# ---- dword_add_seq ----
dword_add_seq/port_trees.png
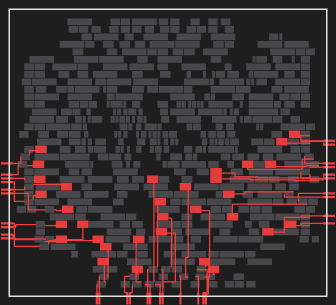

### config.mk
export PLATFORM = sky130hd
export DESIGN_NAME = dword_add_seq
export DESIGN_NICKNAME = d
export VERILOG_FILES = /design/src/rtl/dword_add_pkg.sv /design/src/rtl/word_CLA.sv /design/src/rtl/dword_add_seq.sv
export SDC_FILE = /design/constraint.sdc
export NUM_CORES = 1
export LEC_CHECK = 0
export ABC_CLOCK_PERIOD_IN_PS = 4650
export CORE_ASPECT_RATIO = 0.9
export CORE_MARGIN = 2
export CORE_UTILIZATION = 45
export DETAILED_ROUTE_END_ITERATION = 7
export PLACE_DENSITY_LB_ADDON = 0.3
export SKIP_CTS_REPAIR_TIMING = 1
export SYNTH_ARGS = -nofsm -noshare
export SYNTH_HDL_FRONTEND = slang
export SYNTH_SLANG_ARGS = --single-unit
### constraint.sdc
create_clock -name clk -period 4.65 [get_ports clk]
set_input_delay 0.93 -clock clk [delete_from_list [all_inputs] [get_ports clk]]
set_output_delay 0.93 -clock clk [all_outputs]
set_load 0.02 [all_outputs]
### src/rtl/dword_add_pkg.sv
// dword_add_pkg: shared widths and FSM state encoding for the sequential dword adder
package dword_add_pkg;
  localparam int DWORD_W = 32;
  localparam int HALF_W  = 16;
  typedef enum logic [1:0] {
    IDLE = 2'd0,
    LOW  = 2'd1,
    HIGH = 2'd2,
    DONE = 2'd3
  } state_t;
endpackage

### src/rtl/word_CLA.sv
// word_CLA: 16-bit carry-lookahead adder (parallel-prefix carries) with carry and signed overflow out
module word_CLA
  import dword_add_pkg::*;
(
  input  logic [HALF_W-1:0] A,
  input  logic [HALF_W-1:0] B,
  input  logic              CIn,
  output logic [HALF_W-1:0] Sum,
  output logic              COut,
  output logic              Overflow
);
  logic [HALF_W-1:0] w_x, w_g, w_p;
  logic [HALF_W:0]   w_c;
  assign w_x = A ^ B;
  // in-place prefix: descending i reads lower bits before they are updated
  always_comb begin
    w_g = A & B;
    w_p = w_x;
    for (int s = 1; s < HALF_W; s = s * 2)
      for (int i = HALF_W - 1; i >= s; i--) begin
        w_g[i] = w_g[i] | (w_p[i] & w_g[i-s]);
        w_p[i] = w_p[i] & w_p[i-s];
      end
  end
  assign w_c      = {w_g | (w_p & {HALF_W{CIn}}), CIn};
  assign Sum      = w_x ^ w_c[HALF_W-1:0];
  assign COut     = w_c[HALF_W];
  assign Overflow = w_c[HALF_W] ^ w_c[HALF_W-1];
endmodule

### src/rtl/dword_add_seq.sv
// dword_add_seq: 32-bit add/subtract over two cycles sharing one 16-bit CLA
// SUB_EN adds the sub port; without it the block only adds
module dword_add_seq
  import dword_add_pkg::*;
(
  input  logic               clk,
  input  logic               rst_n,
  input  logic               start,
`ifdef SUB_EN
  input  logic               sub,
`endif
  input  logic [DWORD_W-1:0] a,
  input  logic [DWORD_W-1:0] b,
  output logic               busy,
  output logic               done,
  output logic [DWORD_W-1:0] result,
  output logic               cout,
  output logic               overflow
);
  state_t             r_state, w_next;
  logic [DWORD_W-1:0] r_a, r_b, r_result;
  logic               r_sub, r_carry, r_cout, r_ovf;
  logic               w_sub, w_accept, w_lo, w_hi;
  logic [HALF_W-1:0]  w_op_a, w_op_b, w_sum;
  logic               w_ci, w_co, w_ov;
`ifdef SUB_EN
  assign w_sub = sub;
`else
  assign w_sub = 1'b0;
`endif
  assign w_accept = start && (r_state == IDLE || r_state == DONE);
  assign w_lo     = r_state == LOW;
  assign w_hi     = r_state == HIGH;
  assign w_op_a   = w_hi ? r_a[DWORD_W-1:HALF_W] : r_a[HALF_W-1:0];
  assign w_op_b   = w_hi ? r_b[DWORD_W-1:HALF_W] : r_b[HALF_W-1:0];
  assign w_ci     = w_hi ? r_carry : r_sub;
  word_CLA u_cla (
    .A       (w_op_a),
    .B       (w_op_b),
    .CIn     (w_ci),
    .Sum     (w_sum),
    .COut    (w_co),
    .Overflow(w_ov)
  );
  always_comb w_next = w_accept ? LOW : w_lo ? HIGH : w_hi ? DONE : IDLE;
  // r_b holds b already inverted for subtract, so the CLA only ever adds
  always_ff @(posedge clk or negedge rst_n)
    if (!rst_n) begin
      r_state  <= IDLE;
      r_a      <= '0;
      r_b      <= '0;
      r_sub    <= 1'b0;
      r_carry  <= 1'b0;
      r_result <= '0;
      r_cout   <= 1'b0;
      r_ovf    <= 1'b0;
    end else begin
      r_state <= w_next;
      if (w_accept) begin
        r_a   <= a;
        r_b   <= w_sub ? ~b : b;
        r_sub <= w_sub;
      end
      if (w_lo) begin
        r_result[HALF_W-1:0] <= w_sum;
        r_carry              <= w_co;
      end
      if (w_hi) begin
        r_result[DWORD_W-1:HALF_W] <= w_sum;
        r_cout                     <= w_co;
        r_ovf                      <= w_ov;
      end
    end
  assign busy     = w_lo || w_hi;
  assign done     = r_state == DONE;
  assign result   = r_result;
  assign cout     = r_cout;
  assign overflow = r_ovf;
endmodule

# ---- pop_counter_bank ----
$ cat src/rtl/pop_counter_bank.sv
// pop_counter_bank: per-channel pop counters with sticky overflow flags
// and a registered, indexed readout port with optional clear-on-read.
module pop_counter_bank #(
    parameter int NUM_CH   = 5,
    parameter int CNT_W    = 5,
    parameter int IDX_W    = 3,
    parameter bit SATURATE = 1'b0
) (
    input  logic              CLK,
    input  logic              reset,
    input  logic [NUM_CH-1:0] pop,
    input  logic              req,
    input  logic              clr,
    input  logic [IDX_W-1:0]  idx,
    output logic [CNT_W-1:0]  data,
    output logic              valid,
    output logic              err,
    output logic [NUM_CH-1:0] ovf
);

    typedef enum logic {
        IDLE = 1'b0,
        RESP = 1'b1
    } rd_state_t;

    localparam logic [CNT_W-1:0] CNT_MAX = '1;

    rd_state_t         state;
    logic [CNT_W-1:0]  cnt [NUM_CH];
    logic [CNT_W-1:0]  rd_val;
    logic [NUM_CH-1:0] clr_hit;
    logic              idx_ok;

    // Decode the read select: range check, read mux and clear targets.
    always_comb begin
        idx_ok  = (int'(idx) < NUM_CH);
        rd_val  = '0;
        clr_hit = '0;
        for (int i = 0; i < NUM_CH; i++) begin
            if (idx_ok && (int'(idx) == i)) begin
                rd_val     = cnt[i];
                clr_hit[i] = req && clr;
            end
        end
    end

    // Per-channel counters and sticky overflow; a clear beats an overflow.
    always_ff @(posedge CLK or negedge reset) begin
        if (!reset) begin
            for (int i = 0; i < NUM_CH; i++) begin
                cnt[i] <= '0;
            end
            ovf <= '0;
        end else begin
            for (int i = 0; i < NUM_CH; i++) begin
                if (clr_hit[i]) begin
                    cnt[i] <= {{(CNT_W-1){1'b0}}, pop[i]};
                    ovf[i] <= 1'b0;
                end else if (pop[i]) begin
                    if (cnt[i] == CNT_MAX) begin
                        ovf[i] <= 1'b1;
                        if (!SATURATE) begin
                            cnt[i] <= '0;
                        end
                    end else begin
                        cnt[i] <= cnt[i] + CNT_W'(1);
                    end
                end
            end
        end
    end

    // Readout pipeline: one RESP cycle per sampled request, data/err registered.
    always_ff @(posedge CLK or negedge reset) begin
        if (!reset) begin
            state <= IDLE;
            data  <= '0;
            err   <= 1'b0;
        end else begin
            state <= req ? RESP : IDLE;
            data  <= (req && idx_ok) ? rd_val : '0;
            err   <= req && !idx_ok;
        end
    end

    assign valid = (state == RESP);

endmodule
$ cat config.mk
export PLATFORM = sky130hd
export DESIGN_NAME = pop_counter_bank
export DESIGN_NICKNAME = d
export VERILOG_FILES = /design/src/rtl/pop_counter_bank.sv
export SDC_FILE = /design/constraint.sdc
export NUM_CORES = 1
export LEC_CHECK = 0
export CELL_PAD_IN_SITES_DETAIL_PLACEMENT = 0
export CELL_PAD_IN_SITES_GLOBAL_PLACEMENT = 1
export CORE_MARGIN = 4
export CORE_UTILIZATION = 45
export CTS_BUF_LIST = sky130_fd_sc_hd__clkbuf_16
export CTS_CLUSTER_SIZE = 8
export DETAILED_ROUTE_END_ITERATION = 6
export PLACE_DENSITY_LB_ADDON = 0.1
export SYNTH_ARGS = -nofsm -noshare
export SYNTH_HDL_FRONTEND = slang
export SYNTH_SLANG_ARGS = --single-unit
$ cat constraint.sdc
create_clock -name CLK -period 5.05 [get_ports CLK]
set_input_delay 1.01 -clock CLK [delete_from_list [all_inputs] [get_ports CLK]]
set_output_delay 1.01 -clock CLK [all_outputs]
set_load 0.02 [all_outputs]
dword_add_seq/util_map.png
The die is cut into 11 by 10 equal tiles; white is low, dark blue is high, 0 to 100% covered.
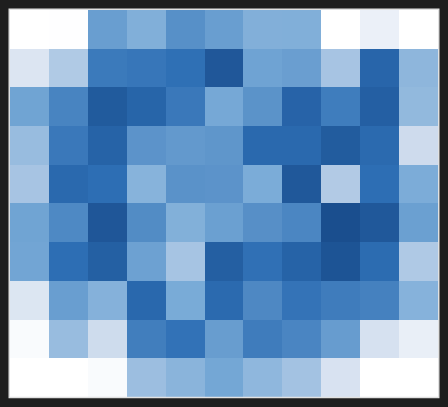
fullest tile = 88%
mean over tiles = 53%
emptiest ninth of the die = bottom left
tiles over 75% full = 24%
nearly empty tiles = 7.3%

About dword_add_seq/port_trees.png:
b -> red  # direction input, end cells 32, buffers 32, wire 813 um

==> summary.txt, dword_add_seq <==
Synthesis and place-and-route results.

- The final wirelength is 10600 um.
- The most common logic cells in the final layout are 122 x sky130_fd_sc_hd__mux2_2, 101 x sky130_fd_sc_hd__dfrtp_1, 101 x sky130_fd_sc_hd__clkdlybuf4s50_1.
- The number of placed instances, taps included is 601.
- The timing report gives the clock slew at the launch and capture registers of the worst setup and hold paths as 0.07 ns.
- In the final run the clock tree shows a worst skew of 0.00956 ns.
- The flow ran to the end, and the final reports show no timing, DRC or antenna violations.
- The global placer's final weighted congestion is 0.954.
- The initial antenna violation count came to 0.
- The most used routing layer in global routing is met2.
- The buffer_ports step reported a buffer count of 102.
- In the post-synthesis netlist, the biggest area contributors are sky130_fd_sc_hd__dfrtp_1 51%, sky130_fd_sc_hd__mux2_2 28%, sky130_fd_sc_hd__ha_1 4.8%.
- The summed area of non-filler cells in the final layout is 6440 um^2.
- The detailed-route DRC error count is 0.
- The worst setup path is of the flop to flop kind.
- The post-route report lists met1 wire length as 4690 um.
- In this run, the synthesized area fraction spent on AND-OR/OR-AND gates is recorded as 0.0663.
- The routing usage on met1 is 0.243.
- The most instantiated flip-flop cell in the synthesis netlist is sky130_fd_sc_hd__dfrtp_1.
- The fraction of the mapped netlist area in simple logic gates is 0.0388.
- The TritonCTS clock tree is built.
-- dword_add_seq: final cells by class --
class                   count  area, um^2
clock buffers              11         243
clock inverters             4        72.6
fillers                   883        4330
inverters                  12        45.0
multi-input cells         247        2320
flip-flops and latches    101        2530
well taps                 133         166
repair buffers            108        1060
-- dword_add_seq: path summary, 6_finish.rpt --
path                                                to                 start  cells past startpoint
worst max-delay path            result[27]$_DFFE_PN0P_  r_state[0]$_DFF_PN0_                     11
min in group asynchronous           r_b[2]$_DFFE_PN0P_                 rst_n                      1
worst min register to register      r_a[4]$_DFFE_PN0P_    r_a[4]$_DFFE_PN0P_                      1
max in group asynchronous       result[25]$_DFFE_PN0P_                 rst_n                      2
worst min-delay path                r_a[4]$_DFFE_PN0P_    r_a[4]$_DFFE_PN0P_                      1
worst max register to register  result[27]$_DFFE_PN0P_  r_state[0]$_DFF_PN0_                     11
-- dword_add_seq: worst max-delay path, delay by kind of cell, from the launching register on --
kind / cells / cell delay (ns)
fa+ha+maj: 2 / 0.82
compound gates: 4 / 0.81
mux: 2 / 0.65
buf+inv: 2 / 0.48
flops: 1 / 0.40
xor+xnor: 1 / 0.17
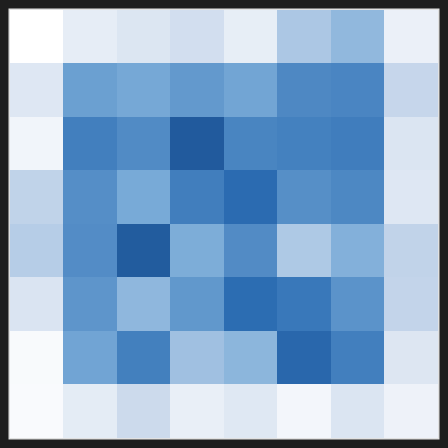
pop_counter_bank/util_map.png
The die is cut into 8 by 8 equal tiles; white is low, dark blue is high, 0 to 100% covered.
tiles over 75% full = 7.8%
nearly empty tiles = 1.6%
mean over tiles = 41%
fullest tile = 83%

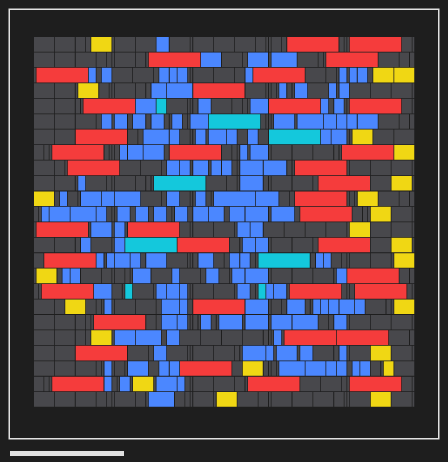
pop_counter_bank/class_map.png
Bar = 20 um. Fill, decap, tap and diode cells in gray.
remaining logic cells -> blue  # cells 155
clock drivers and dummy loads -> cyan  # cells 8
sequential cells -> red  # cells 37
remaining buffers and delay cells -> yellow  # cells 23

==> summary.txt, pop_counter_bank <==
Synthesis and place-and-route results.

- The run finished with clean final reports.
- The most used routing layer in global routing is met2.
- In the final design database the tool counted 244 nets.
- Broken down by cell family, the worst path's largest delay share belongs to simple AND/OR/NAND/NOR gates.
- Of the post-synthesis cell area, the dominant cell type holds 0.453.
- The script parses the final routing iteration and logs DRC violations as 0.
- Post-route period utilization is reported as 0.526.
- The CTS sink count is 37.
- The register with the most flip-flops in the layout has 25 of them.
- The wire-length estimate of the detail-placed layout is 3160 um.
- The total grt overflow is 0.
- The routed design uses 2020 um of met2 wire.
- After detailed routing, the number of vias per cell comes to 5.72.
- The via count of the first global-routing pass is 1561.
- The initial core utilization is 0.466.
- The wire length of the first global-routing pass is 7300 um.
pop_counter_bank: cell type report:
cell class | count | area, um^2
flip-flops and latches | 37 | 926
inverters | 6 | 22.5
repair buffers | 23 | 225
well taps | 52 | 65.1
fillers | 391 | 1960
clock buffers | 5 | 125
multi-input cells | 149 | 1040
clock inverters | 3 | 12.5
pop_counter_bank: final timing paths:
kind	startpoint	endpoint	slack, ns	depth (start not counted)
worst min-delay path	ovf[2]$_DFFE_PN0P_	ovf[2]$_DFFE_PN0P_	0.50	2
min in group asynchronous	reset	ovf[2]$_DFFE_PN0P_	0.84	1
worst max-delay path	idx[0]	cnt[22]$_DFFE_PN0P_	2.40	4
worst min register to register	ovf[2]$_DFFE_PN0P_	ovf[2]$_DFFE_PN0P_	0.50	2
worst max register to register	cnt[0]$_DFFE_PN0P_	cnt[3]$_DFFE_PN0P_	3.19	5
max in group asynchronous	reset	cnt[0]$_DFFE_PN0P_	3.69	1


==> notes/layouts.md <==
Pictures saved along the way, in no particular order.

Met1 routing.
Supply wires on this layer in gray.
picture 1
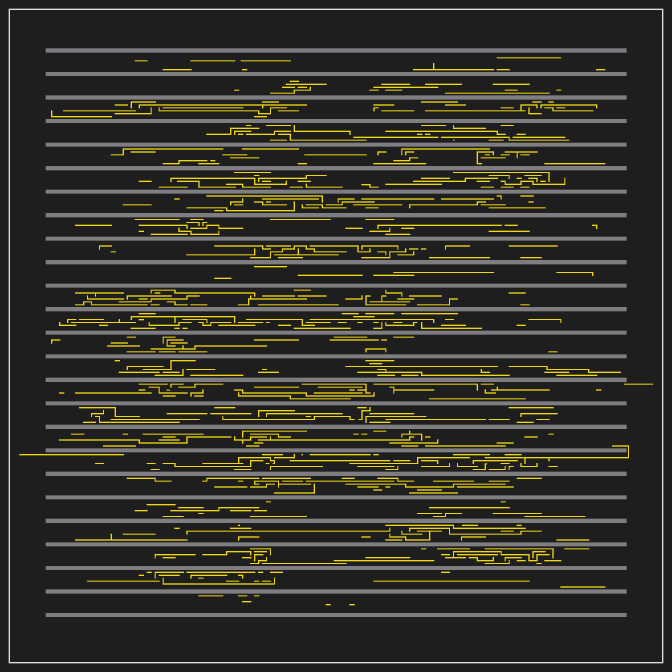
picture 2
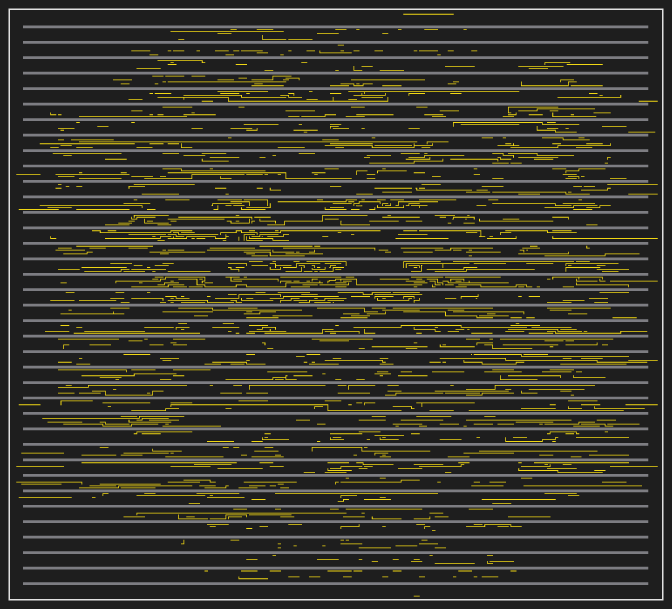
| picture | from |
|---|---|
| picture 1 | pop_counter_bank |
| picture 2 | dword_add_seq |

